# ---- oled_text_streamer ----
**config.mk**
```make
export PLATFORM = sky130hd
export DESIGN_NAME = oled_text_streamer
export DESIGN_NICKNAME = d
export VERILOG_FILES = /design/src/rtl/oled_text_streamer.sv
export SDC_FILE = /design/constraint.sdc
export NUM_CORES = 1
export LEC_CHECK = 0
export CORE_ASPECT_RATIO = 0.7
export CORE_MARGIN = 10
export CORE_UTILIZATION = 30
export CTS_BUF_LIST = sky130_fd_sc_hd__clkbuf_16
export CTS_CLUSTER_DIAMETER = 80
export CTS_CLUSTER_SIZE = 8
export DETAILED_ROUTE_END_ITERATION = 12
export PLACE_DENSITY = 0.52
export SLEW_MARGIN = 5
export SYNTH_ARGS = -nofsm -noshare
export SYNTH_HDL_FRONTEND = slang
export SYNTH_SLANG_ARGS = --single-unit
```
**constraint.sdc**
```tcl
create_clock -name clk -period 5.55 [get_ports clk]
set_clock_uncertainty 0.1 [all_clocks]
set_input_delay 0.555 -clock clk [delete_from_list [all_inputs] [get_ports clk]]
set_output_delay 0.555 -clock clk [all_outputs]
set_load 0.05 [all_outputs]
```
**src/rtl/oled_text_streamer.sv**
```systemverilog
// oled_text_streamer
// Snapshots the eight ASCII digit characters of the soda machine status,
// merges them into a fixed 4x16 text frame and streams the frame to the
// OLED character controller one character per valid/ready transfer.

module oled_text_streamer #(
    parameter bit STATIC_ONCE = 1'b1
) (
    input  logic       clk,
    input  logic       rst_n,
    input  logic       update,
    input  logic [7:0] coins_hund,
    input  logic [7:0] coins_units,
    input  logic [7:0] cost_dol,
    input  logic [7:0] cost_hund,
    input  logic [7:0] cost_units,
    input  logic [7:0] tot_dol,
    input  logic [7:0] tot_hund,
    input  logic [7:0] tot_units,
    input  logic       char_ready,
    output logic       char_valid,
    output logic [1:0] char_row,
    output logic [3:0] char_col,
    output logic [7:0] char_data,
    output logic       busy,
    output logic       frame_done
);

    typedef enum logic [1:0] {
        IDLE,
        LOAD,
        SEND,
        DONE
    } state_t;

    state_t     state_q;
    logic       pending_q;
    logic       first_q;
    logic [5:0] index_q;
    logic       valid_q;
    logic       busy_q;
    logic       frameDone_q;

    logic [7:0] coinsHund_q;
    logic [7:0] coinsUnits_q;
    logic [7:0] costDol_q;
    logic [7:0] costHund_q;
    logic [7:0] costUnits_q;
    logic [7:0] totDol_q;
    logic [7:0] totHund_q;
    logic [7:0] totUnits_q;

    logic [1:0] row;
    logic [3:0] col;
    logic [7:0] charData_d;

    assign row = index_q[5:4];
    assign col = index_q[3:0];

    // Frame sequencer: request latching, snapshot capture, index stepping and registered status outputs.
    always_ff @(posedge clk or negedge rst_n) begin
        if (!rst_n) begin
            state_q      <= IDLE;
            pending_q    <= 1'b1;
            first_q      <= 1'b1;
            index_q      <= 6'd0;
            valid_q      <= 1'b0;
            busy_q       <= 1'b0;
            frameDone_q  <= 1'b0;
            coinsHund_q  <= 8'h20;
            coinsUnits_q <= 8'h20;
            costDol_q    <= 8'h20;
            costHund_q   <= 8'h20;
            costUnits_q  <= 8'h20;
            totDol_q     <= 8'h20;
            totHund_q    <= 8'h20;
            totUnits_q   <= 8'h20;
        end else begin
            frameDone_q <= 1'b0;
            case (state_q)
                IDLE: begin
                    if (pending_q) begin
                        state_q   <= LOAD;
                        busy_q    <= 1'b1;
                        pending_q <= 1'b0;
                    end
                end
                LOAD: begin
                    coinsHund_q  <= coins_hund;
                    coinsUnits_q <= coins_units;
                    costDol_q    <= cost_dol;
                    costHund_q   <= cost_hund;
                    costUnits_q  <= cost_units;
                    totDol_q     <= tot_dol;
                    totHund_q    <= tot_hund;
                    totUnits_q   <= tot_units;
                    index_q      <= (first_q || !STATIC_ONCE) ? 6'd0 : 6'd16;
                    valid_q      <= 1'b1;
                    state_q      <= SEND;
                end
                SEND: begin
                    if (char_ready) begin
                        index_q <= index_q + 6'd1;
                        if (index_q == 6'd63) begin
                            valid_q     <= 1'b0;
                            frameDone_q <= 1'b1;
                            state_q     <= DONE;
                        end
                    end
                end
                DONE: begin
                    first_q <= 1'b0;
                    if (pending_q) begin
                        state_q   <= LOAD;
                        pending_q <= 1'b0;
                    end else begin
                        state_q <= IDLE;
                        busy_q  <= 1'b0;
                    end
                end
                default: begin
                    state_q <= IDLE;
                    valid_q <= 1'b0;
                    busy_q  <= 1'b0;
                end
            endcase
            // A fresh request always survives, even when it lands on the cycle that consumes the previous one.
            if (update) begin
                pending_q <= 1'b1;
            end
        end
    end

    // Character decode from the registered index and snapshot; index 0 decodes to a blank so reset shows 0x20.
    always_comb begin
        charData_d = 8'h20;
        case (row)
            2'd0: begin
                case (col)
                    4'd2:    charData_d = "S";
                    4'd3:    charData_d = "O";
                    4'd4:    charData_d = "D";
                    4'd5:    charData_d = "A";
                    4'd7:    charData_d = "M";
                    4'd8:    charData_d = "A";
                    4'd9:    charData_d = "C";
                    4'd10:   charData_d = "H";
                    4'd11:   charData_d = "I";
                    4'd12:   charData_d = "N";
                    4'd13:   charData_d = "E";
                    default: charData_d = 8'h20;
                endcase
            end
            2'd1: begin
                case (col)
                    4'd0:    charData_d = "C";
                    4'd1:    charData_d = "O";
                    4'd2:    charData_d = "I";
                    4'd3:    charData_d = "N";
                    4'd4:    charData_d = "S";
                    4'd5:    charData_d = ":";
                    4'd14:   charData_d = coinsHund_q;
                    4'd15:   charData_d = coinsUnits_q;
                    default: charData_d = 8'h20;
                endcase
            end
            2'd2: begin
                case (col)
                    4'd0:    charData_d = "C";
                    4'd1:    charData_d = "O";
                    4'd2:    charData_d = "S";
                    4'd3:    charData_d = "T";
                    4'd4:    charData_d = ":";
                    4'd11:   charData_d = "$";
                    4'd12:   charData_d = costDol_q;
                    4'd13:   charData_d = ".";
                    4'd14:   charData_d = costHund_q;
                    4'd15:   charData_d = costUnits_q;
                    default: charData_d = 8'h20;
                endcase
            end
            default: begin
                case (col)
                    4'd0:    charData_d = "P";
                    4'd1:    charData_d = "A";
                    4'd2:    charData_d = "I";
                    4'd3:    charData_d = "D";
                    4'd4:    charData_d = ":";
                    4'd11:   charData_d = "$";
                    4'd12:   charData_d = totDol_q;
                    4'd13:   charData_d = ".";
                    4'd14:   charData_d = totHund_q;
                    4'd15:   charData_d = totUnits_q;
                    default: charData_d = 8'h20;
                endcase
            end
        endcase
    end

    assign char_valid = valid_q;
    assign char_row   = row;
    assign char_col   = col;
    assign char_data  = charData_d;
    assign busy       = busy_q;
    assign frame_done = frameDone_q;

endmodule

```
# ---- aes_round_ctrl_flat ----
==> src/rtl/aes_round_ctrl_if.sv <==
// aes_round_ctrl_if: plaintext/key intake and ciphertext output handshakes.
// master = block source and ciphertext sink, slave = sequencer.
interface aes_round_ctrl_if;
   logic         in_valid;
   logic         in_ready;
   logic [127:0] in_block;
   logic [127:0] in_key;
   logic         out_valid;
   logic         out_ready;
   logic [127:0] out_data;

   modport master (
      output in_valid, in_block, in_key, out_ready,
      input  in_ready, out_valid, out_data
   );

   modport slave (
      input  in_valid, in_block, in_key, out_ready,
      output in_ready, out_valid, out_data
   );
endinterface

==> src/rtl/aes_round_ctrl.sv <==
// aes_round_ctrl: iterative AES-128 round sequencer in front of the
// state register; round function and key expansion live outside.
module aes_round_ctrl #(
   parameter int NR = 10,
   parameter int RW = 4
) (
   input  logic          clk,
   input  logic          rst_n,
   aes_round_ctrl_if.slave io,
   output logic          st_en,
   output logic [127:0]  st_d,
   input  logic [127:0]  st_q,
   output logic [127:0]  rk,
   output logic [7:0]    rcon,
   input  logic [127:0]  nk_in,
   input  logic [127:0]  rnd_in,
   output logic          last_round,
   output logic [RW-1:0] round,
   output logic          busy
);

   typedef enum logic [1:0] {IDLE, RUN, DONE} state_t;

   localparam logic [RW-1:0] LAST = RW'(NR);

   state_t state, state_nx;

   function automatic logic [7:0] xtime(input logic [7:0] x);
      return {x[6:0], 1'b0} ^ (x[7] ? 8'h1b : 8'h00);
   endfunction

   // state register
   always_ff @(posedge clk or negedge rst_n) begin
      if (!rst_n) state <= IDLE;
      else        state <= state_nx;
   end

   // next state and combinational handshake / state-register controls
   always_comb begin
      state_nx     = state;
      st_en        = 1'b0;
      st_d         = rnd_in;
      io.in_ready  = 1'b0;
      io.out_valid = 1'b0;
      last_round   = 1'b0;
      unique case (state)
         IDLE: begin
            io.in_ready = 1'b1;
            st_d        = io.in_block ^ io.in_key;
            if (io.in_valid) begin
               st_en    = 1'b1;
               state_nx = RUN;
            end
         end
         RUN: begin
            st_en = 1'b1;
            if (round == LAST) begin
               last_round = 1'b1;
               state_nx   = DONE;
            end
         end
         DONE: begin
            io.out_valid = 1'b1;
            if (io.out_ready) state_nx = IDLE;
         end
         default: state_nx = IDLE;
      endcase
   end

   // round key, Rcon and round counter advance
   always_ff @(posedge clk or negedge rst_n) begin
      if (!rst_n) begin
         rk    <= '0;
         rcon  <= 8'h00;
         round <= '0;
      end else begin
         unique case (state)
            IDLE: begin
               if (io.in_valid) begin
                  rk    <= io.in_key;
                  rcon  <= 8'h01;
                  round <= RW'(1);
               end
            end
            RUN: begin
               rk <= nk_in;
               if (round == LAST) begin
                  rcon  <= 8'h01;
                  round <= '0;
               end else begin
                  rcon  <= xtime(rcon);
                  round <= round + 1'b1;
               end
            end
            default: ;
         endcase
      end
   end

   assign io.out_data = st_q;
   assign busy        = (state != IDLE);

endmodule

==> src/flat_wrapper.sv <==
// flat-port wrapper written by rule: the top's interface ports become plain ports
module aes_round_ctrl_flat 
#(
   parameter int NR = 10,
   parameter int RW = 4
)
  (clk, rst_n, st_en, st_d, st_q, rk, rcon, nk_in, rnd_in, last_round, round, busy, io_in_valid, io_in_block, io_in_key, io_out_ready, io_in_ready, io_out_valid, io_out_data);
  aes_round_ctrl_if io_i ();
  input  logic clk;
  input  logic rst_n;
  output logic st_en;
  output logic [127:0] st_d;
  input  logic [127:0] st_q;
  output logic [127:0] rk;
  output logic [7:0] rcon;
  input  logic [127:0] nk_in;
  input  logic [127:0] rnd_in;
  output logic last_round;
  output logic [RW-1:0] round;
  output logic busy;
  input wire logic [$bits(io_i.in_valid)-1:0] io_in_valid;
  input wire logic [$bits(io_i.in_block)-1:0] io_in_block;
  input wire logic [$bits(io_i.in_key)-1:0] io_in_key;
  input wire logic [$bits(io_i.out_ready)-1:0] io_out_ready;
  output wire logic [$bits(io_i.in_ready)-1:0] io_in_ready;
  output wire logic [$bits(io_i.out_valid)-1:0] io_out_valid;
  output wire logic [$bits(io_i.out_data)-1:0] io_out_data;
  assign io_i.in_valid = io_in_valid;
  assign io_i.in_block = io_in_block;
  assign io_i.in_key = io_in_key;
  assign io_i.out_ready = io_out_ready;
  assign io_in_ready = io_i.in_ready;
  assign io_out_valid = io_i.out_valid;
  assign io_out_data = io_i.out_data;
  aes_round_ctrl #(.NR(NR), .RW(RW)) u_core (.clk(clk), .rst_n(rst_n), .io(io_i), .st_en(st_en), .st_d(st_d), .st_q(st_q), .rk(rk), .rcon(rcon), .nk_in(nk_in), .rnd_in(rnd_in), .last_round(last_round), .round(round), .busy(busy));
endmodule
==> config.mk <==
export PLATFORM = sky130hd
export DESIGN_NAME = aes_round_ctrl_flat
export DESIGN_NICKNAME = d
export VERILOG_FILES = /design/src/rtl/aes_round_ctrl_if.sv /design/src/rtl/aes_round_ctrl.sv /design/src/flat_wrapper.sv
export SDC_FILE = /design/constraint.sdc
export NUM_CORES = 1
export LEC_CHECK = 0
export ABC_AREA = 1
export ABC_CLOCK_PERIOD_IN_PS = 3100
export CAP_MARGIN = 15
export CORE_AREA = 2 2 403 405
export CTS_CLUSTER_SIZE = 8
export DETAILED_ROUTE_END_ITERATION = 6
export DIE_AREA = 0 0 405 407
export PLACE_DENSITY = 0.32
export REMOVE_ABC_BUFFERS = 1
export SLEW_MARGIN = 20
export SYNTH_ARGS = -nofsm -noshare
export SYNTH_HDL_FRONTEND = slang
export SYNTH_SLANG_ARGS = --single-unit
==> constraint.sdc <==
create_clock -name clk -period 3.1 [get_ports clk]
set_input_delay 0.465 -clock clk [delete_from_list [all_inputs] [get_ports clk]]
set_output_delay 0.465 -clock clk [all_outputs]
set_load 0.02 [all_outputs]
# ---- line_cache_ctr ----
File: src/rtl/line_cache_ctr.sv
// line_cache_ctr: cache controller FSM with multi-word refill, wait-state counter and optional copy-back
//
// Optional feature macro: CACHE_WRITEBACK_EN (copy-back, write-allocate, dirty eviction).
// Without it, writes are write-through with no allocate, and dirty is ignored.
//
// Ports:
//   clock, reset         clock and synchronous active-high reset
//   PStrobe, PRw         processor request and direction (1 = read)
//   PReady               one-cycle request-complete pulse
//   tag_match, valid,    tag/valid/dirty status of the addressed line
//   dirty
//   SysStrobe, SysRW     system transfer start and direction (1 = read)
//   word_index           word within line during refill/evict
//   evict                system address uses the stored tag
//   write                cache data array write enable
//   select_CacheData     cache write data source (1 = system)
//   select_PData         processor read data source (1 = system)
//   open_SysData         drive system data bus
//   open_PData           drive processor data bus
//   clear_valid          clear addressed line valid bit
//   tag_write            write tag, set valid, clear dirty
//   set_dirty            set addressed line dirty bit
module line_cache_ctr #(
   parameter int LINE_WORDS  = 4,
   parameter int WAIT_CYCLES = 3,
   parameter int IDX_W       = (LINE_WORDS > 1) ? $clog2(LINE_WORDS) : 1
) (
   input  logic             clock,
   input  logic             reset,
   input  logic             PStrobe,
   input  logic             PRw,
   output logic             PReady,
   input  logic             tag_match,
   input  logic             valid,
   input  logic             dirty,
   output logic             SysStrobe,
   output logic             SysRW,
   output logic [IDX_W-1:0] word_index,
   output logic             evict,
   output logic             write,
   output logic             select_CacheData,
   output logic             select_PData,
   output logic             open_SysData,
   output logic             open_PData,
   output logic             clear_valid,
   output logic             tag_write,
   output logic             set_dirty
);
`ifdef CACHE_WRITEBACK_EN
   localparam logic WB = 1'b1;
`else
   localparam logic WB = 1'b0;
`endif
   localparam logic [IDX_W-1:0] LAST  = IDX_W'(LINE_WORDS - 1);
   localparam logic [3:0]       WAITS = 4'(WAIT_CYCLES);
   typedef enum logic [3:0] {
      IDLE, LOOKUP, EVICT_REQ, EVICT_WAIT, EVICT_WORD, REFILL_REQ,
      REFILL_WAIT, REFILL_WORD, MERGE, WRITE_REQ, WRITE_WAIT, DONE
   } state_t;
   state_t           state_q;
   logic [3:0]       cnt_q;
   logic [IDX_W-1:0] idx_q;
   logic             hit_q;
   logic             hit, last, need_evict, miss_next_evict;
   assign hit        = tag_match && valid;
   assign last       = idx_q == LAST;
   // dirty only matters in copy-back builds; WB gates it away otherwise
   assign need_evict = WB && valid && dirty;
   assign miss_next_evict = need_evict;
   always_ff @(posedge clock) begin
      if (reset) begin
         state_q <= IDLE;
         cnt_q   <= '0;
         idx_q   <= '0;
         hit_q   <= 1'b0;
      end else begin
         case (state_q)
            IDLE:        if (PStrobe) state_q <= LOOKUP;
            LOOKUP: begin
               hit_q <= hit;
               if (PRw)     state_q <= hit ? IDLE  : (miss_next_evict ? EVICT_REQ : REFILL_REQ);
               else if (WB) state_q <= hit ? MERGE : (miss_next_evict ? EVICT_REQ : REFILL_REQ);
               else         state_q <= WRITE_REQ;
            end
            EVICT_REQ: begin
               cnt_q   <= WAITS;
               state_q <= EVICT_WAIT;
            end
            EVICT_WAIT: begin
               cnt_q <= cnt_q - 4'd1;
               if (cnt_q == 4'd1) state_q <= EVICT_WORD;
            end
            EVICT_WORD: begin
               idx_q   <= last ? '0 : idx_q + IDX_W'(1);
               state_q <= last ? REFILL_REQ : EVICT_REQ;
            end
            REFILL_REQ: begin
               cnt_q   <= WAITS;
               state_q <= REFILL_WAIT;
            end
            REFILL_WAIT: begin
               cnt_q <= cnt_q - 4'd1;
               if (cnt_q == 4'd1) state_q <= REFILL_WORD;
            end
            REFILL_WORD: begin
               idx_q   <= last ? '0 : idx_q + IDX_W'(1);
               state_q <= last ? (PRw ? DONE : MERGE) : REFILL_REQ;
            end
            MERGE:       state_q <= DONE;
            WRITE_REQ: begin
               cnt_q   <= WAITS;
               state_q <= WRITE_WAIT;
            end
            WRITE_WAIT: begin
               cnt_q <= cnt_q - 4'd1;
               if (cnt_q == 4'd1) state_q <= DONE;
            end
            DONE:        state_q <= IDLE;
            default:     state_q <= IDLE;
         endcase
      end
   end
   logic in_evict, read_hit;
   assign in_evict = WB && (state_q == EVICT_REQ || state_q == EVICT_WAIT || state_q == EVICT_WORD);
   assign read_hit = state_q == LOOKUP && PRw && hit;
   assign PReady           = read_hit || state_q == DONE;
   assign open_PData       = read_hit || (state_q == DONE && PRw);
   assign select_PData     = 1'b0;
   assign SysStrobe        = state_q == REFILL_REQ || state_q == WRITE_REQ || (in_evict && state_q == EVICT_REQ);
   assign SysRW            = state_q == REFILL_REQ;
   // index returns to 0 after the last word, so it reads 0 outside transfers
   assign word_index       = idx_q;
   assign evict            = in_evict;
   // the write-through hit updates the cache in the same cycle the bus write starts
   assign write            = state_q == REFILL_WORD || (WB && state_q == MERGE) || (state_q == WRITE_REQ && hit_q);
   assign select_CacheData = state_q == REFILL_WORD;
   assign open_SysData     = state_q == WRITE_REQ || in_evict;
   // invalidate before the first refill word so an aborted refill leaves the line invalid
   assign clear_valid      = state_q == REFILL_REQ && idx_q == '0;
   assign tag_write        = state_q == REFILL_WORD && last;
   assign set_dirty        = WB && state_q == MERGE;
endmodule

File: config.mk
export PLATFORM = sky130hd
export DESIGN_NAME = line_cache_ctr
export DESIGN_NICKNAME = d
export VERILOG_FILES = /design/src/rtl/line_cache_ctr.sv
export SDC_FILE = /design/constraint.sdc
export NUM_CORES = 1
export LEC_CHECK = 0
export ABC_CLOCK_PERIOD_IN_PS = 1770
export CAP_MARGIN = 20
export CORE_MARGIN = 2
export CORE_UTILIZATION = 49
export DETAILED_ROUTE_END_ITERATION = 8
export PLACE_DENSITY = 0.89
export SLEW_MARGIN = 20
export SYNTH_ARGS = -nofsm -noshare
export SYNTH_HDL_FRONTEND = slang
export SYNTH_SLANG_ARGS = --single-unit
export TNS_END_PERCENT = 100
File: constraint.sdc
create_clock -name clock -period 1.77 [get_ports clock]
set_input_delay 0.177 -clock clock [delete_from_list [all_inputs] [get_ports clock]]
set_output_delay 0.177 -clock clock [all_outputs]
set_load 0.05 [all_outputs]
Fig. 1: oled_text_streamer, cells colored by class
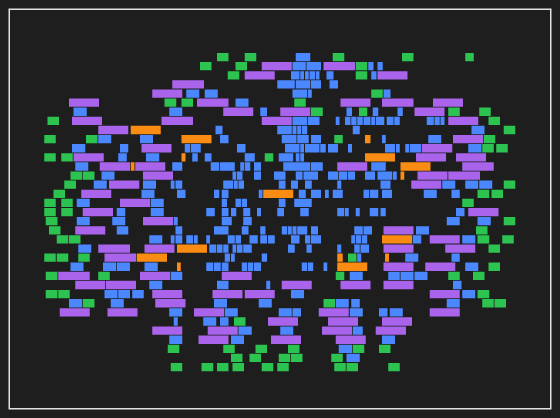
class	color	cells
remaining buffers and delay cells	green	89
registers	purple	77
clock drivers and dummy loads	orange	16
remaining logic cells	blue	265
Row Count: 35
Layout Utilization: 40.1%
core area: 13,400 µm²

==> run notes, oled_text_streamer <==
run metrics: status completed, chip area 19,100 µm², Area leader share 40.1%, Reg2Reg Setup Slack 3080 ps, Metal-1 WL 6070 µm, final slew viol count 0, met3 WL post-DR 624 µm, GP Congestion 0.878, Placed Instances 616, io pins 85, crit path launch type register, largest net degree at the start of global routing 78, invs w/o clock 11, top cells by area dfrtp_1, mux2_2, dfstp_2, Setup TNS 0 ps, met2 Use GR 18.6%, Comb/total area 37.9%, M1 GR Usage 17.9%, Final Hold Slack 280 ps
==> oled_text_streamer: worst paths after layout <==
check / start / end
min in group clk: first_q / first_q
worst max-delay path: index_q[1] / char_data[2]
worst max register to register: state_q[1] / index_q[4]
worst min-delay path: rst_n / index_q[4]
max in group asynchronous: rst_n / totHund_q[0]
worst min register to register: first_q / first_q
==> oled_text_streamer: worst max-delay path: stages, from the launching register on <==
cell,delay [ps]
dfrtp_1,510
inv_1,170
ha_1,820
nor4_1,180
a211oi_2,750
nand2_1,160
o311ai_1,370
clkdlybuf4s50_1,870
Fig. 2: aes_round_ctrl_flat, signal metal coverage by tile
The bar under the picture is 100 µm long. The die is cut into 20 by 20 equal tiles; dark blue is low, red is high, scaled to the fullest tile. Values are wire area over tile area, all layers added.
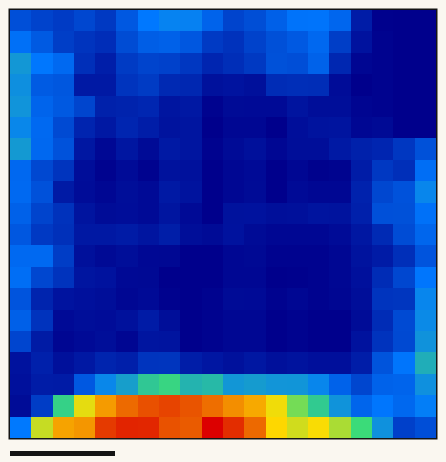
nearly empty tiles	24%
emptiest ninth of the die	middle
tiles over half the peak	6.5%
densest ninth of the die	bottom middle
mean over tiles	0.14
fullest tile	0.97
via count: 13,487
WL final: 117,000 µm
All-Layer GR Usage: 13.7%

==> run notes, aes_round_ctrl_flat <==
run metrics: P_leak 0.00873 µW, core area 160,000 µm², initial antenna violation count 14, Top non-seq family simple AND/OR/NAND/NOR gates, Post-synth EDFFs 0, Layout Utilization 13.3%, status completed, area reported by Yosys stat 10,700 µm², reg2reg start u_core.state[1], worst slack, placed 213 ps, internal power 8760 µW, Area leader share 33.2%, worst slew pin tran 852 ps, final-layout non-clock buffer area share 41.3%, Post-CTS Hold Buffers 1, Slew headroom 43.2%, number of multi-input logic gates 1,078
## aes_round_ctrl_flat: routing by layer
layer	track usage, %	vias up	wire, µm	share of wire [%]
met1	16.1	6331	48500	41
li1	-	6006	-	-
met3	12.4	75	21900	19
met2	17.4	1049	43400	37
met5	7.52	-	1520	1.3
met4	2.48	26	1490	1.3
## aes_round_ctrl_flat: worst max path at each step
stage / cells after the start / end / slack (ps)
final: 5 / st_d[43] / 120
after CTS: 6 / st_d[80] / -80
after global routing: 5 / st_d[0] / 1
after floorplan: 7 / u_core.round[0] / -3560
after global placement: 5 / st_d[4] / 210
after detailed placement: 5 / st_d[4] / 210
Fig. 3: line_cache_ctr, cells colored by class
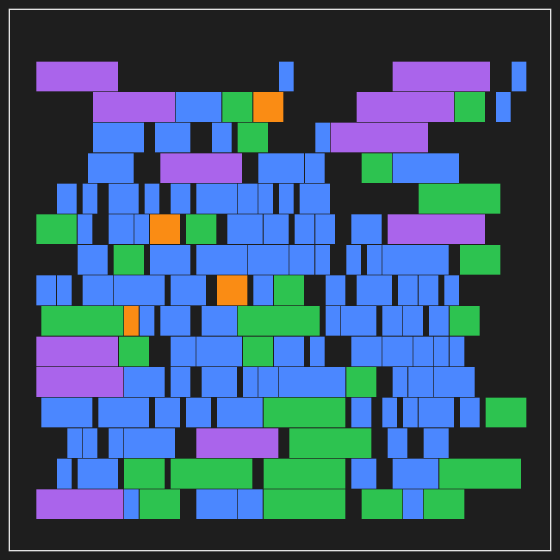
class	color	cells
remaining logic cells	blue	100
clock drivers and dummy loads	orange	4
remaining buffers and delay cells	green	27
registers	purple	11
core area: 1780 µm²
Final Instance Area: 1310 µm²
Row Count: 15

==> run notes, line_cache_ctr <==
run metrics: area reported by Yosys stat 952 µm², Top pwr grp combinational logic, Clk pwr share 11.4%, final-layout non-clock buffer area share 25.4%, WP data required 1590 ps, vias per std cell 5.84, status completed, max-cap violation count 0, fraction of layout cells with a size suffix above 1 33.1%, critical path, cell by cell buf_4, and2b_2, and3_4, a21o_1, buf_12, Area leader share 23.1%, crit path launch type register, biggest area consumer among cell classes combinational gates, buffers and inverters on the worst path 2, Adder Share, Synth 6.57%, Post-synth top cells nor2_1, dfxtp_1, nor3_1, o21ai_0, endpoint class of the critical path output pin, Post-synth EDFFs 0, FP Util 53.4%, clk pwr 174 µW, sequential share of cell area 18.2%
-- line_cache_ctr: final timing paths --
check	startpoint	to	cells past startpoint	slack (ps)
max	state_q[2]	write	5	40
min	hit_q	hit_q	2	520
max reg2reg	cnt_q[1]	state_q[1]	6	120
min reg2reg	hit_q	hit_q	2	520
-- line_cache_ctr: stage by stage --
step                instances  util [%]  setup TNS (ps)  area, µm²  total power [µW]
floorplan                 121         -           -33.4        975              1020
global placement          159      68.8               0       1230              1190
detailed placement        159      68.8               0       1230              1240
CTS                       163      71.2               0       1270              1440
global route              167      73.4               0       1310              1610
finish                    167      73.4               0       1310              1520

# ---- vram_arbiter_flat ----
Fig. 4: vram_arbiter_flat, cell sizes after repair
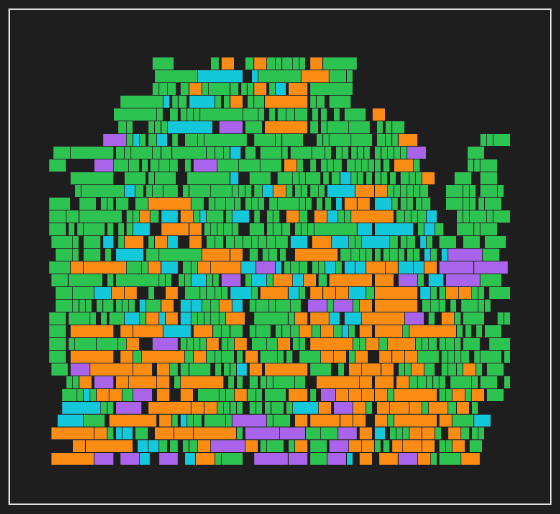

`src/rtl/vram_pkg.sv`:
```
// Shared sizes, defaults and FSM state type for the VRAM arbiter.
// The SCROLL state exists only when VRAM_SCROLL_EN is defined.
package vram_pkg;
    localparam int COLS_DEF   = 70;
    localparam int ROWS_DEF   = 30;
    localparam logic [7:0] BLANK_DEF = 8'h20;
    localparam int VRAM_DEPTH = 2100;
    localparam int ADDR_W     = 12;
    localparam int X_W        = 7;
    localparam int Y_W        = 5;
    localparam int DATA_W     = 8;

`ifdef VRAM_SCROLL_EN
    typedef enum logic [1:0] {IDLE, CLEAR, SCROLL} state_t;
`else
    typedef enum logic [1:0] {IDLE, CLEAR} state_t;
`endif
endpackage

```
`src/rtl/vram_if.sv`:
```
// Display, writer, clear and memory-port signals of the VRAM arbiter.
// scroll_req is present only when VRAM_SCROLL_EN is defined.
interface vram_if;
    import vram_pkg::*;

`ifdef VRAM_SCROLL_EN
    logic              scroll_req;
`endif
    logic              disp_req;
    logic [X_W-1:0]    disp_x;
    logic [Y_W-1:0]    disp_y;
    logic [DATA_W-1:0] disp_data;
    logic              disp_vld;
    logic              wr_valid;
    logic              wr_ready;
    logic [X_W-1:0]    wr_x;
    logic [Y_W-1:0]    wr_y;
    logic [DATA_W-1:0] wr_char;
    logic              wr_err;
    logic              clr_start;
    logic              busy;
    logic [ADDR_W-1:0] mem_addr;
    logic              mem_we;
    logic [DATA_W-1:0] mem_wdata;
    logic [DATA_W-1:0] mem_rdata;

    modport master (
`ifdef VRAM_SCROLL_EN
        output scroll_req,
`endif
        output disp_req, disp_x, disp_y, wr_valid, wr_x, wr_y, wr_char,
        output clr_start, mem_rdata,
        input  disp_data, disp_vld, wr_ready, wr_err, busy,
        input  mem_addr, mem_we, mem_wdata
    );

    modport slave (
`ifdef VRAM_SCROLL_EN
        input  scroll_req,
`endif
        input  disp_req, disp_x, disp_y, wr_valid, wr_x, wr_y, wr_char,
        input  clr_start, mem_rdata,
        output disp_data, disp_vld, wr_ready, wr_err, busy,
        output mem_addr, mem_we, mem_wdata
    );
endinterface

```
`src/rtl/vram_addr_calc.sv`:
```
// Logical (x, y) to physical VRAM address: row = (y + row_base) mod ROWS,
// addr = row*COLS + x. Inputs are assumed in range; callers qualify the result.
module vram_addr_calc
    import vram_pkg::*;
#(
    parameter int COLS = COLS_DEF,
    parameter int ROWS = ROWS_DEF
) (
    input  logic [X_W-1:0]    x,
    input  logic [Y_W-1:0]    y,
    input  logic [Y_W-1:0]    row_base,
    output logic [ADDR_W-1:0] addr
);
    localparam logic [Y_W:0]    ROWS_W = (Y_W+1)'(ROWS);
    localparam logic [ADDR_W-1:0] COLS_A = ADDR_W'(COLS);

    logic [Y_W:0]   row_sum;
    logic [Y_W:0]   row_wrap;
    logic [Y_W-1:0] row;

    always_comb begin
        row_sum  = {1'b0, y} + {1'b0, row_base};
        row_wrap = row_sum - ROWS_W;
        if (row_sum >= ROWS_W) begin
            row = row_wrap[Y_W-1:0];
        end else begin
            row = row_sum[Y_W-1:0];
        end
        addr = ADDR_W'(row) * COLS_A + ADDR_W'(x);
    end
endmodule

```
`src/rtl/vram_arbiter.sv`:
```
// Single-port VRAM arbiter: display read > clear/scroll sweep > writer, one access per cycle.
// Optional row scrolling (scroll_req, SCROLL state, row_base) is built with VRAM_SCROLL_EN.
module vram_arbiter
    import vram_pkg::*;
#(
    parameter int COLS = COLS_DEF,
    parameter int ROWS = ROWS_DEF,
    parameter logic [DATA_W-1:0] BLANK_CHAR = BLANK_DEF
) (
    input  logic  pclk,
    input  logic  reset_n,
    vram_if.slave bus
);
    localparam logic [X_W-1:0] COLS_X = X_W'(COLS);
    localparam logic [X_W-1:0] LAST_X = X_W'(COLS - 1);
    localparam logic [Y_W-1:0] ROWS_Y = Y_W'(ROWS);
    localparam logic [Y_W-1:0] LAST_Y = Y_W'(ROWS - 1);

    state_t            state, state_n;
    logic              run;
    logic [X_W-1:0]    sweep_x;
    logic [Y_W-1:0]    sweep_y;
    logic [Y_W-1:0]    row_base;
    logic [ADDR_W-1:0] disp_addr, wr_addr, sweep_addr;
    logic              disp_oob, wr_oob, wr_fire;
    logic              sweep_adv, sweep_last, clr_go;
    logic              disp_vld_p0, disp_oob_p0, wr_err_p0;

    vram_addr_calc #(.COLS(COLS), .ROWS(ROWS)) u_disp_addr (
        .x(bus.disp_x), .y(bus.disp_y), .row_base(row_base), .addr(disp_addr)
    );
    vram_addr_calc #(.COLS(COLS), .ROWS(ROWS)) u_wr_addr (
        .x(bus.wr_x), .y(bus.wr_y), .row_base(row_base), .addr(wr_addr)
    );
    // Sweep counters already hold physical coordinates.
    vram_addr_calc #(.COLS(COLS), .ROWS(ROWS)) u_sweep_addr (
        .x(sweep_x), .y(sweep_y), .row_base('0), .addr(sweep_addr)
    );

    assign disp_oob      = (bus.disp_x >= COLS_X) || (bus.disp_y >= ROWS_Y);
    assign wr_oob        = (bus.wr_x >= COLS_X) || (bus.wr_y >= ROWS_Y);
    assign bus.busy      = (state != IDLE);
    // run holds every output quiet until the first edge after reset release.
    assign bus.wr_ready  = run && (state == IDLE) && !bus.disp_req && !bus.clr_start;
    assign wr_fire       = bus.wr_valid && bus.wr_ready;
    assign sweep_adv     = run && (state != IDLE) && !bus.disp_req;
    assign sweep_last    = (sweep_x == LAST_X) && ((state != CLEAR) || (sweep_y == LAST_Y));
    assign clr_go        = run && (state == IDLE) && bus.clr_start;

`ifdef VRAM_SCROLL_EN
    logic scroll_go;
    assign scroll_go = run && (state == IDLE) && bus.scroll_req && !bus.clr_start;

    always_ff @(posedge pclk or negedge reset_n) begin
        if (!reset_n) begin
            row_base <= '0;
        end else if (clr_go) begin
            row_base <= '0;
        end else if (scroll_go) begin
            row_base <= (row_base == LAST_Y) ? '0 : row_base + 1'b1;
        end
    end
`else
    assign row_base = '0;
`endif

    always_ff @(posedge pclk or negedge reset_n) begin
        if (!reset_n) begin
            state <= IDLE;
        end else begin
            state <= state_n;
        end
    end

    always_comb begin
        state_n       = state;
        bus.mem_addr  = '0;
        bus.mem_we    = 1'b0;
        bus.mem_wdata = '0;
        case (state)
            IDLE: begin
                if (clr_go) begin
                    state_n = CLEAR;
`ifdef VRAM_SCROLL_EN
                end else if (scroll_go) begin
                    state_n = SCROLL;
`endif
                end
            end
            default: begin
                if (sweep_adv && sweep_last) begin
                    state_n = IDLE;
                end
            end
        endcase
        if (run) begin
            if (bus.disp_req) begin
                if (!disp_oob) begin
                    bus.mem_addr = disp_addr;
                end
            end else if (state != IDLE) begin
                bus.mem_addr  = sweep_addr;
                bus.mem_we    = 1'b1;
                bus.mem_wdata = BLANK_CHAR;
            end else if (wr_fire && !wr_oob) begin
                bus.mem_addr  = wr_addr;
                bus.mem_we    = 1'b1;
                bus.mem_wdata = bus.wr_char;
            end
        end
    end

    always_ff @(posedge pclk or negedge reset_n) begin
        if (!reset_n) begin
            run     <= 1'b0;
            sweep_x <= '0;
            sweep_y <= '0;
        end else begin
            run <= 1'b1;
            if (clr_go) begin
                sweep_x <= '0;
                sweep_y <= '0;
`ifdef VRAM_SCROLL_EN
            end else if (scroll_go) begin
                sweep_x <= '0;
                sweep_y <= row_base;
`endif
            end else if (sweep_adv) begin
                if (sweep_last) begin
                    sweep_x <= '0;
                    sweep_y <= '0;
                end else if (sweep_x == LAST_X) begin
                    sweep_x <= '0;
                    sweep_y <= sweep_y + 1'b1;
                end else begin
                    sweep_x <= sweep_x + 1'b1;
                end
            end
        end
    end

    // p0: read data returns from the VRAM one cycle after the request.
    always_ff @(posedge pclk or negedge reset_n) begin
        if (!reset_n) begin
            disp_vld_p0 <= 1'b0;
            disp_oob_p0 <= 1'b0;
            wr_err_p0   <= 1'b0;
        end else begin
            disp_vld_p0 <= run && bus.disp_req;
            disp_oob_p0 <= disp_oob;
            wr_err_p0   <= wr_fire && wr_oob;
        end
    end

    assign bus.disp_vld  = disp_vld_p0;
    assign bus.disp_data = !disp_vld_p0 ? '0 : (disp_oob_p0 ? BLANK_CHAR : bus.mem_rdata);
    assign bus.wr_err    = wr_err_p0;
endmodule

```
`src/flat_wrapper.sv`:
```
// flat-port wrapper written by rule: the top's interface ports become plain ports
module vram_arbiter_flat import vram_pkg::*;
#(
    parameter int COLS = COLS_DEF,
    parameter int ROWS = ROWS_DEF,
    parameter logic [DATA_W-1:0] BLANK_CHAR = BLANK_DEF
)
  (pclk, reset_n, bus_disp_req, bus_disp_x, bus_disp_y, bus_wr_valid, bus_wr_x, bus_wr_y, bus_wr_char, bus_clr_start, bus_mem_rdata, bus_disp_data, bus_disp_vld, bus_wr_ready, bus_wr_err, bus_busy, bus_mem_addr, bus_mem_we, bus_mem_wdata);
  vram_if bus_i ();
  input  logic pclk;
  input  logic reset_n;
  input wire logic [$bits(bus_i.disp_req)-1:0] bus_disp_req;
  input wire logic [$bits(bus_i.disp_x)-1:0] bus_disp_x;
  input wire logic [$bits(bus_i.disp_y)-1:0] bus_disp_y;
  input wire logic [$bits(bus_i.wr_valid)-1:0] bus_wr_valid;
  input wire logic [$bits(bus_i.wr_x)-1:0] bus_wr_x;
  input wire logic [$bits(bus_i.wr_y)-1:0] bus_wr_y;
  input wire logic [$bits(bus_i.wr_char)-1:0] bus_wr_char;
  input wire logic [$bits(bus_i.clr_start)-1:0] bus_clr_start;
  input wire logic [$bits(bus_i.mem_rdata)-1:0] bus_mem_rdata;
  output wire logic [$bits(bus_i.disp_data)-1:0] bus_disp_data;
  output wire logic [$bits(bus_i.disp_vld)-1:0] bus_disp_vld;
  output wire logic [$bits(bus_i.wr_ready)-1:0] bus_wr_ready;
  output wire logic [$bits(bus_i.wr_err)-1:0] bus_wr_err;
  output wire logic [$bits(bus_i.busy)-1:0] bus_busy;
  output wire logic [$bits(bus_i.mem_addr)-1:0] bus_mem_addr;
  output wire logic [$bits(bus_i.mem_we)-1:0] bus_mem_we;
  output wire logic [$bits(bus_i.mem_wdata)-1:0] bus_mem_wdata;
  assign bus_i.disp_req = bus_disp_req;
  assign bus_i.disp_x = bus_disp_x;
  assign bus_i.disp_y = bus_disp_y;
  assign bus_i.wr_valid = bus_wr_valid;
  assign bus_i.wr_x = bus_wr_x;
  assign bus_i.wr_y = bus_wr_y;
  assign bus_i.wr_char = bus_wr_char;
  assign bus_i.clr_start = bus_clr_start;
  assign bus_i.mem_rdata = bus_mem_rdata;
  assign bus_disp_data = bus_i.disp_data;
  assign bus_disp_vld = bus_i.disp_vld;
  assign bus_wr_ready = bus_i.wr_ready;
  assign bus_wr_err = bus_i.wr_err;
  assign bus_busy = bus_i.busy;
  assign bus_mem_addr = bus_i.mem_addr;
  assign bus_mem_we = bus_i.mem_we;
  assign bus_mem_wdata = bus_i.mem_wdata;
  vram_arbiter #(.COLS(COLS), .ROWS(ROWS), .BLANK_CHAR(BLANK_CHAR)) u_core (.pclk(pclk), .reset_n(reset_n), .bus(bus_i));
endmodule
```
`config.mk`:
```
export PLATFORM = sky130hd
export DESIGN_NAME = vram_arbiter_flat
export DESIGN_NICKNAME = d
export VERILOG_FILES = /design/src/rtl/vram_pkg.sv /design/src/rtl/vram_if.sv /design/src/rtl/vram_addr_calc.sv /design/src/rtl/vram_arbiter.sv /design/src/flat_wrapper.sv
export SDC_FILE = /design/constraint.sdc
export NUM_CORES = 1
export LEC_CHECK = 0
export ABC_AREA = 1
export ABC_CLOCK_PERIOD_IN_PS = 5500
export CORE_ASPECT_RATIO = 0.9
export CORE_MARGIN = 8
export CORE_UTILIZATION = 45
export DETAILED_ROUTE_END_ITERATION = 12
export HOLD_SLACK_MARGIN = 0.08
export PLACE_DENSITY = 0.74
export SYNTH_ARGS = -nofsm -noshare
export SYNTH_HDL_FRONTEND = slang
export SYNTH_SLANG_ARGS = --single-unit
```
`constraint.sdc`:
```
create_clock -name pclk -period 5.5 [get_ports pclk]
set_input_delay 1.1 -clock pclk [delete_from_list [all_inputs] [get_ports pclk]]
set_output_delay 1.1 -clock pclk [all_outputs]
set_load 0.05 [all_outputs]
```
# ---- input_read_scheduler ----
## src/rtl/input_read_sched_pkg.sv

```systemverilog
// Shared types, widths and config-field helpers for the input read scheduler.
package input_read_sched_pkg;

  localparam int unsigned COUNTER_WIDTH  = 32;
  localparam int unsigned NUM_PARAMS     = 8;
  localparam int unsigned TILE_CNT_WIDTH = 16;
  localparam int unsigned CFG_WIDTH      = NUM_PARAMS * COUNTER_WIDTH;

  // Field order inside the packed config word; OX0 occupies the MSBs.
  localparam int unsigned OX0_IDX    = 0;
  localparam int unsigned OY0_IDX    = 1;
  localparam int unsigned FX_IDX     = 2;
  localparam int unsigned FY_IDX     = 3;
  localparam int unsigned STRIDE_IDX = 4;
  localparam int unsigned IX0_IDX    = 5;
  localparam int unsigned IY0_IDX    = 6;
  localparam int unsigned IC1_IDX    = 7;

  typedef enum logic [2:0] {
    IDLE      = 3'd0,
    LOAD      = 3'd1,
    CALC      = 3'd2,
    WAIT_BANK = 3'd3,
    READ      = 3'd4,
    DONE      = 3'd5
  } sched_state_e;

  function automatic logic [COUNTER_WIDTH-1:0] cfg_field(input logic [CFG_WIDTH-1:0] data,
                                                         input int unsigned idx);
    return data[(NUM_PARAMS - 1 - idx) * COUNTER_WIDTH +: COUNTER_WIDTH];
  endfunction

endpackage

```

## src/rtl/input_read_scheduler_counter.sv

```systemverilog
// Up-counter with synchronous clear, enable and a terminal-count compare (sched_counter).
module sched_counter #(
  parameter int unsigned WIDTH = 32
) (
  input  logic             clk_i,
  input  logic             rst_i,
  input  logic             clr_i,
  input  logic             en_i,
  input  logic [WIDTH-1:0] term_i,
  output logic             at_term_o
);

  logic [WIDTH-1:0] count_q, count_d;

  always_comb begin
    count_d = count_q;
    if (clr_i) begin
      count_d = '0;
    end else if (en_i) begin
      count_d = count_q + WIDTH'(1);
    end
  end

  always_ff @(posedge clk_i) begin
    if (rst_i) begin
      count_q <= '0;
    end else begin
      count_q <= count_d;
    end
  end

  assign at_term_o = (count_q == term_i);

endmodule

```

## src/rtl/input_read_scheduler.sv

```systemverilog
// Per-layer sequencer for the input address generator: config load, read-count calc, per-tile reads.
// Optional READ_SCHED_PERF_EN adds saturating stall / bank-wait cycle counters.
module input_read_scheduler
  import input_read_sched_pkg::*;
(
  input  logic                      clk,
  input  logic                      rst,
  input  logic                      cfg_valid,
  output logic                      cfg_ready,
  input  logic [CFG_WIDTH-1:0]      cfg_data,
  input  logic [TILE_CNT_WIDTH-1:0] cfg_num_tiles,
  input  logic                      bank_full,
  output logic                      bank_release,
  input  logic                      read_stall,
  output logic                      agen_config_enable,
  output logic [CFG_WIDTH-1:0]      agen_config_data,
  output logic                      agen_addr_enable,
  output logic                      tile_done,
  output logic                      layer_done,
  output logic                      cfg_error
`ifdef READ_SCHED_PERF_EN
  ,
  output logic [COUNTER_WIDTH-1:0]  perf_stall_cycles,
  output logic [COUNTER_WIDTH-1:0]  perf_wait_cycles
`endif
);

  sched_state_e state_q, state_d;

  logic [CFG_WIDTH-1:0]      cfg_q;
  logic [TILE_CNT_WIDTH-1:0] tiles_q;
  logic [1:0]                calc_step_q;
  logic [COUNTER_WIDTH-1:0]  prod_q, prod_d, mul_a_c, mul_b_c;
  logic [COUNTER_WIDTH-1:0]  read_term_c, tile_term_c;
  logic cfg_ready_q, cfg_ready_d, cfg_en_q, cfg_en_d;
  logic layer_done_q, layer_done_d, cfg_error_q, cfg_error_d;
  logic accept_c, calc_last_c, zero_cfg_c, read_en_c, last_read_c;
  logic read_at_term_c, tile_at_term_c;

  assign accept_c    = (state_q == IDLE) && cfg_valid;
  assign calc_last_c = (state_q == CALC) && (calc_step_q == 2'd3);
  assign zero_cfg_c  = (cfg_field(cfg_q, OX0_IDX) == '0) || (cfg_field(cfg_q, OY0_IDX) == '0) ||
                       (cfg_field(cfg_q, FX_IDX) == '0)  || (cfg_field(cfg_q, FY_IDX) == '0)  ||
                       (cfg_field(cfg_q, IC1_IDX) == '0) || (tiles_q == '0);
  assign read_en_c   = (state_q == READ) && !read_stall;
  assign last_read_c = read_en_c && read_at_term_c;
  assign read_term_c = prod_q - COUNTER_WIDTH'(1);
  assign tile_term_c = COUNTER_WIDTH'(tiles_q) - COUNTER_WIDTH'(1);

  // Single shared multiplier: step 0 seeds with OX0*OY0, later steps fold in FX, FY, IC1.
  always_comb begin
    mul_a_c = (calc_step_q == 2'd0) ? cfg_field(cfg_q, OX0_IDX) : prod_q;
    mul_b_c = cfg_field(cfg_q, OY0_IDX);
    case (calc_step_q)
      2'd0:    mul_b_c = cfg_field(cfg_q, OY0_IDX);
      2'd1:    mul_b_c = cfg_field(cfg_q, FX_IDX);
      2'd2:    mul_b_c = cfg_field(cfg_q, FY_IDX);
      default: mul_b_c = cfg_field(cfg_q, IC1_IDX);
    endcase
    prod_d = prod_q;
    if (state_q == CALC) begin
      prod_d = mul_a_c * mul_b_c;
    end
  end

  always_comb begin
    state_d = state_q;
    case (state_q)
      IDLE:      if (accept_c) state_d = LOAD;
      LOAD:      state_d = CALC;
      CALC:      if (calc_last_c) state_d = zero_cfg_c ? IDLE : WAIT_BANK;
      WAIT_BANK: if (bank_full) state_d = READ;
      READ:      if (last_read_c) state_d = tile_at_term_c ? DONE : WAIT_BANK;
      DONE:      state_d = IDLE;
      default:   state_d = IDLE;
    endcase
    cfg_ready_d  = (state_d == IDLE);
    cfg_en_d     = (state_d == LOAD);
    layer_done_d = (state_d == DONE);
    cfg_error_d  = cfg_error_q;
    if (accept_c) begin
      cfg_error_d = 1'b0;
    end else if (calc_last_c && zero_cfg_c) begin
      cfg_error_d = 1'b1;
    end
  end

  always_ff @(posedge clk) begin
    if (rst) begin
      state_q      <= IDLE;
      cfg_ready_q  <= 1'b1;
      cfg_en_q     <= 1'b0;
      layer_done_q <= 1'b0;
      cfg_error_q  <= 1'b0;
      cfg_q        <= '0;
      tiles_q      <= '0;
      calc_step_q  <= '0;
      prod_q       <= '0;
    end else begin
      state_q      <= state_d;
      cfg_ready_q  <= cfg_ready_d;
      cfg_en_q     <= cfg_en_d;
      layer_done_q <= layer_done_d;
      cfg_error_q  <= cfg_error_d;
      calc_step_q  <= (state_q == CALC) ? calc_step_q + 2'd1 : 2'd0;
      prod_q       <= prod_d;
      if (accept_c) begin
        cfg_q   <= cfg_data;
        tiles_q <= cfg_num_tiles;
      end
    end
  end

  // Read index restarts at every tile; tile index restarts at every layer.
  sched_counter #(.WIDTH(COUNTER_WIDTH)) u_read_cnt (
    .clk_i     (clk),
    .rst_i     (rst),
    .clr_i     (state_q != READ),
    .en_i      (read_en_c),
    .term_i    (read_term_c),
    .at_term_o (read_at_term_c)
  );

  sched_counter #(.WIDTH(COUNTER_WIDTH)) u_tile_cnt (
    .clk_i     (clk),
    .rst_i     (rst),
    .clr_i     (state_q == IDLE),
    .en_i      (last_read_c),
    .term_i    (tile_term_c),
    .at_term_o (tile_at_term_c)
  );

`ifdef READ_SCHED_PERF_EN
  logic [COUNTER_WIDTH-1:0] perf_stall_q, perf_wait_q;

  always_ff @(posedge clk) begin
    if (rst || accept_c) begin
      perf_stall_q <= '0;
      perf_wait_q  <= '0;
    end else begin
      if ((state_q == READ) && read_stall && (perf_stall_q != '1)) begin
        perf_stall_q <= perf_stall_q + COUNTER_WIDTH'(1);
      end
      if ((state_q == WAIT_BANK) && (perf_wait_q != '1)) begin
        perf_wait_q <= perf_wait_q + COUNTER_WIDTH'(1);
      end
    end
  end

  assign perf_stall_cycles = perf_stall_q;
  assign perf_wait_cycles  = perf_wait_q;
`endif

  assign cfg_ready          = cfg_ready_q;
  assign agen_config_enable = cfg_en_q;
  assign agen_config_data   = cfg_q;
  assign layer_done         = layer_done_q;
  assign cfg_error          = cfg_error_q;
  assign agen_addr_enable   = read_en_c;
  assign bank_release       = last_read_c;
  assign tile_done          = last_read_c;

endmodule

```

## config.mk

```make
export PLATFORM = sky130hd
export DESIGN_NAME = input_read_scheduler
export DESIGN_NICKNAME = d
export VERILOG_FILES = /design/src/rtl/input_read_sched_pkg.sv /design/src/rtl/input_read_scheduler_counter.sv /design/src/rtl/input_read_scheduler.sv
export SDC_FILE = /design/constraint.sdc
export NUM_CORES = 2
export LEC_CHECK = 0
export CAP_MARGIN = 0
export CORE_MARGIN = 2
export CORE_UTILIZATION = 30
export CTS_BUF_LIST = sky130_fd_sc_hd__clkbuf_2 sky130_fd_sc_hd__clkbuf_4 sky130_fd_sc_hd__clkbuf_8
export CTS_CLUSTER_SIZE = 20
export DETAILED_ROUTE_END_ITERATION = 8
export HOLD_SLACK_MARGIN = 0.06
export PLACE_DENSITY = 0.6
export SYNTH_ARGS = -nofsm -noshare
export SYNTH_HDL_FRONTEND = slang
export SYNTH_SLANG_ARGS = --single-unit
```

## constraint.sdc

```tcl
create_clock -name clk -period 13.55 [get_ports clk]
set_input_delay 2.71 -clock clk [delete_from_list [all_inputs] [get_ports clk]]
set_output_delay 2.71 -clock clk [all_outputs]
set_load 0.02 [all_outputs]
```


==> screenshots <==
Track usage over the die.
Plate I
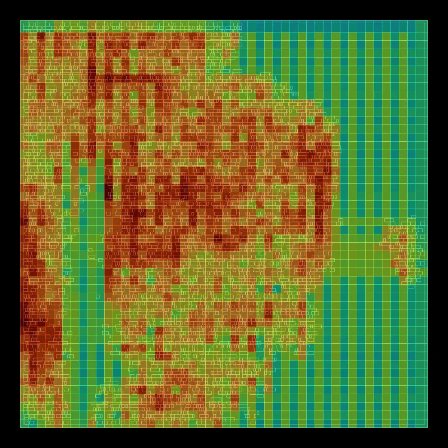
Plate II
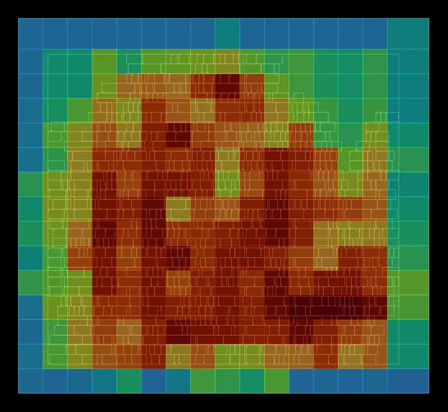
The one with the highest utilization is Plate II.
| from | picture |
|---|---|
| vram_arbiter_flat | Plate II |
| input_read_scheduler | Plate I |

Fig. 5: input_read_scheduler, cell density map
The bar under the picture is 100 µm long. The die is cut into 33 by 33 equal tiles; dark blue is low, red is high, 0 to 100% covered.
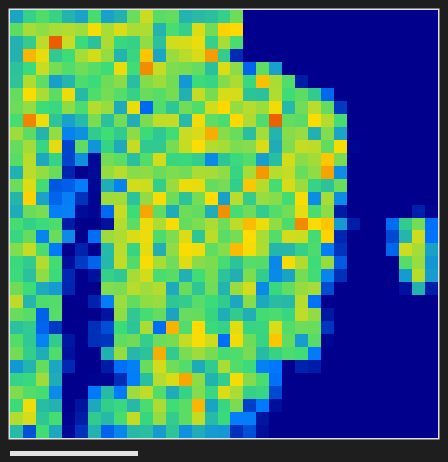
emptiest ninth of the die	bottom right
fullest tile	89%
mean over tiles	35%
nearly empty tiles	30%
tiles over 75% full	2.9%
core area: 108,000 µm²
Layout Utilization: 37.9%
FP Util: 30.1%

==> run notes, input_read_scheduler <==
run metrics: met3 usage 8.29%, sequential share of cell area 18.4%, reg2reg path depth 28, buffers and inverters on the worst path 7, Area leader share 25.0%, main flop type dfxtp_1, Placed Area 39,500 µm², mapped cell area 32,700 µm², status completed, Max Fclk 0.107 GHz, Clk pwr share 33.6%, clk pwr 1300 µW, Setup Buffers After CTS 0, DRT iter0 DRCs 3,108, Crit. path cell count 28, clk sinks 377, Clock Tree Root clkbuf_8
-- input_read_scheduler: cell usage in the layout (no fill, tap or decap), drive strengths merged, types with 17 or more instances in the layout --
cell,count
nand2,793
inv,424
xor2,56
or3,22
a21oi,379
or2,24
dfxtp,377
nor4,63
and3,25
a21o,18
nor2,433
nor3,27
nand3,39
nand4,36
o21ai,44
nand2b,55
ha,133
clkdlybuf4s50,538
a22oi,34
fa,408
clkbuf,109
mux2i,44
buf,55
mux2,24
diode,17
xnor2,93
Fig. 6: vram_arbiter_flat, cell density map
The bar under the picture is 20 µm long. The die is cut into 12 by 11 equal tiles; dark blue is low, red is high, 0 to 100% covered.
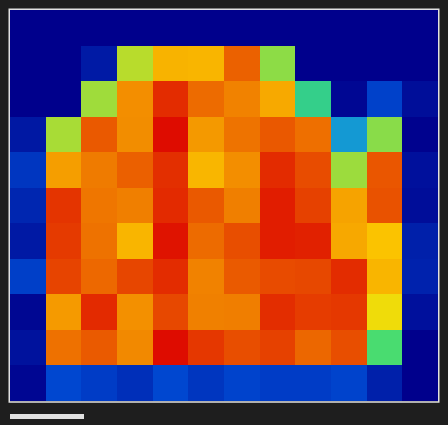
densest ninth of the die	middle
emptiest ninth of the die	top right
nearly empty tiles	20%
fullest tile	99%
tiles over 75% full	55%
FP Util: 46.5%
Layout Utilization: 78.9%

Notes on Fig. 4 above:
size	color	cells	share	most used
x2	cyan	77	9.0%	nand2_2
x6 and larger	purple	35	4.1%	buf_6
x3 and x4	orange	172	20%	buf_4
x1 and smaller	green	570	67%	nand2_1
Final Instance Area: 6760 µm²
Layout Area Growth over Synthesis: 69.7%
Signal buffers: 197
Final WS setup: -291 ps

==> run notes, vram_arbiter_flat <==
run metrics: status finished with violations, failing checks setup timing, Final WS setup -291 ps, Die Span Y 105 µm, 1st-pass router iterations 7, sequential share of the synthesized area 10.7%, core area 8570 µm², number of global-route vias before repair 4,946, number of multi-input logic gates 497, Row Count 32, Hold Path Class reg -> reg, Reg power frac 8.3%, wire per inst 18.0 µm, Reg-to-Reg End u_core.sweep_x[6], top cells by area ha_1, nand2_1, inv_1, Adder Share, Synth 23.4%, reg2reg path depth 10, Slew headroom 42.0%, final setup fails 6, syn_area_per_cell 6.05 µm², Num CTS Buffers 3, max-cap violation count 0, Crit path max-delay family adder cells, most common cell after layout, fill and taps aside nand2_1
-- vram_arbiter_flat: routing by layer --
layer  share of wire, %  wire, µm
met1                 36      6310
met2                 48      8340
met3                9.9      1740
met4                6.3      1100
met5                  0         0
-- vram_arbiter_flat: tightest hold or removal path, stage by stage (launching register included) --
cell and delay [ps]:
dfrtp_1 370, nand2_1 60, inv_1 50
-- vram_arbiter_flat: state kept, by name (all words and copies together) (netlist names) --
name                 cells
u_core.sweep_x           7
u_core.sweep_y           5
u_core.bus.disp_vld      1
u_core.bus.wr_err        1
u_core.disp_oob_p0       1
u_core.run               1
u_core.state             1


==> notes/layouts.md <==
Pictures saved along the way, in no particular order.

Cell sizes after repair.
picture 1
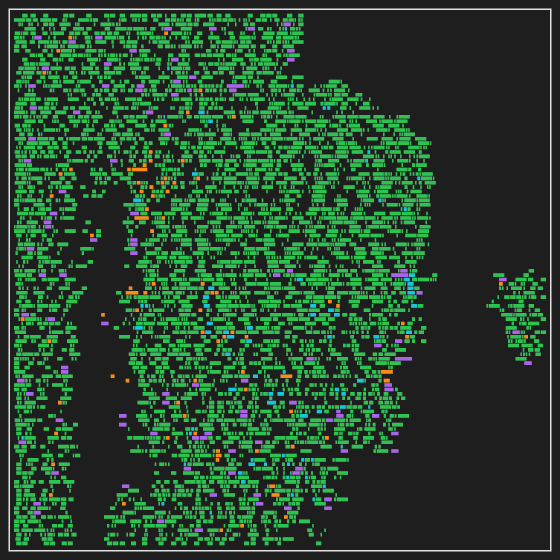
picture 2
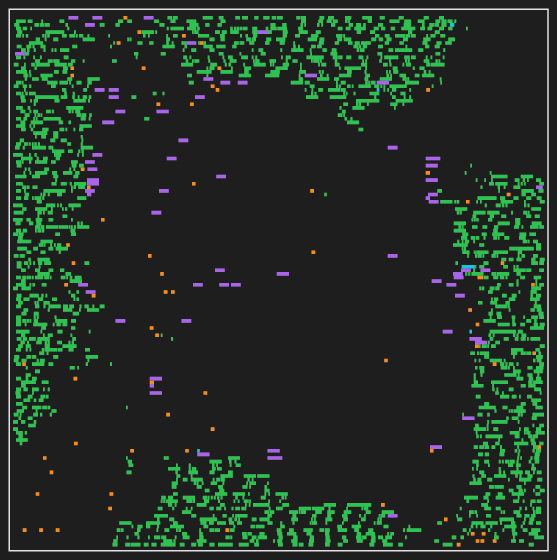
picture 3
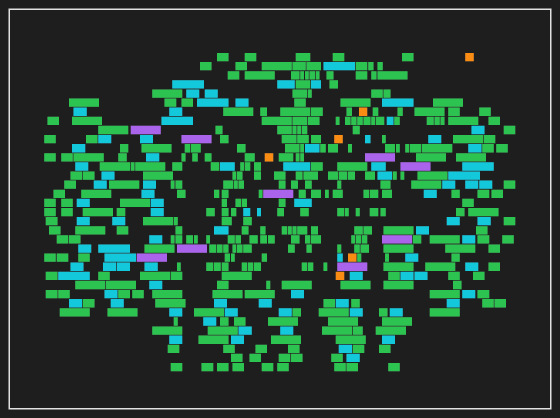
picture 4
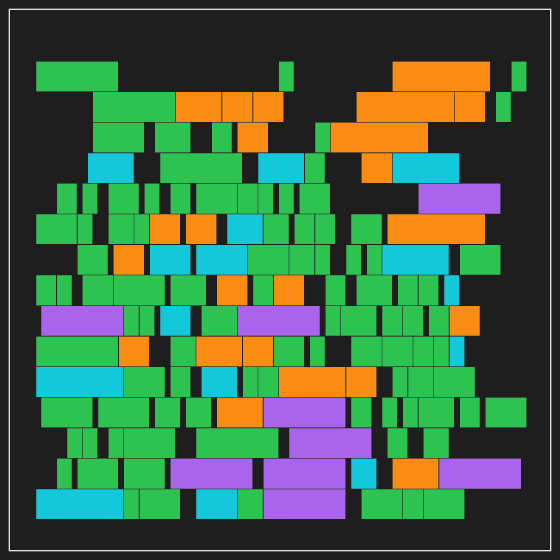
Of these, most cells: picture 1
Of these, fewest cells: picture 4
Picture 2 comes from aes_round_ctrl_flat.
Picture 1 comes from input_read_scheduler.
Picture 3 comes from oled_text_streamer.
Picture 4 comes from line_cache_ctr.

No activity file was given, so power comes from the tool's default toggle rates.
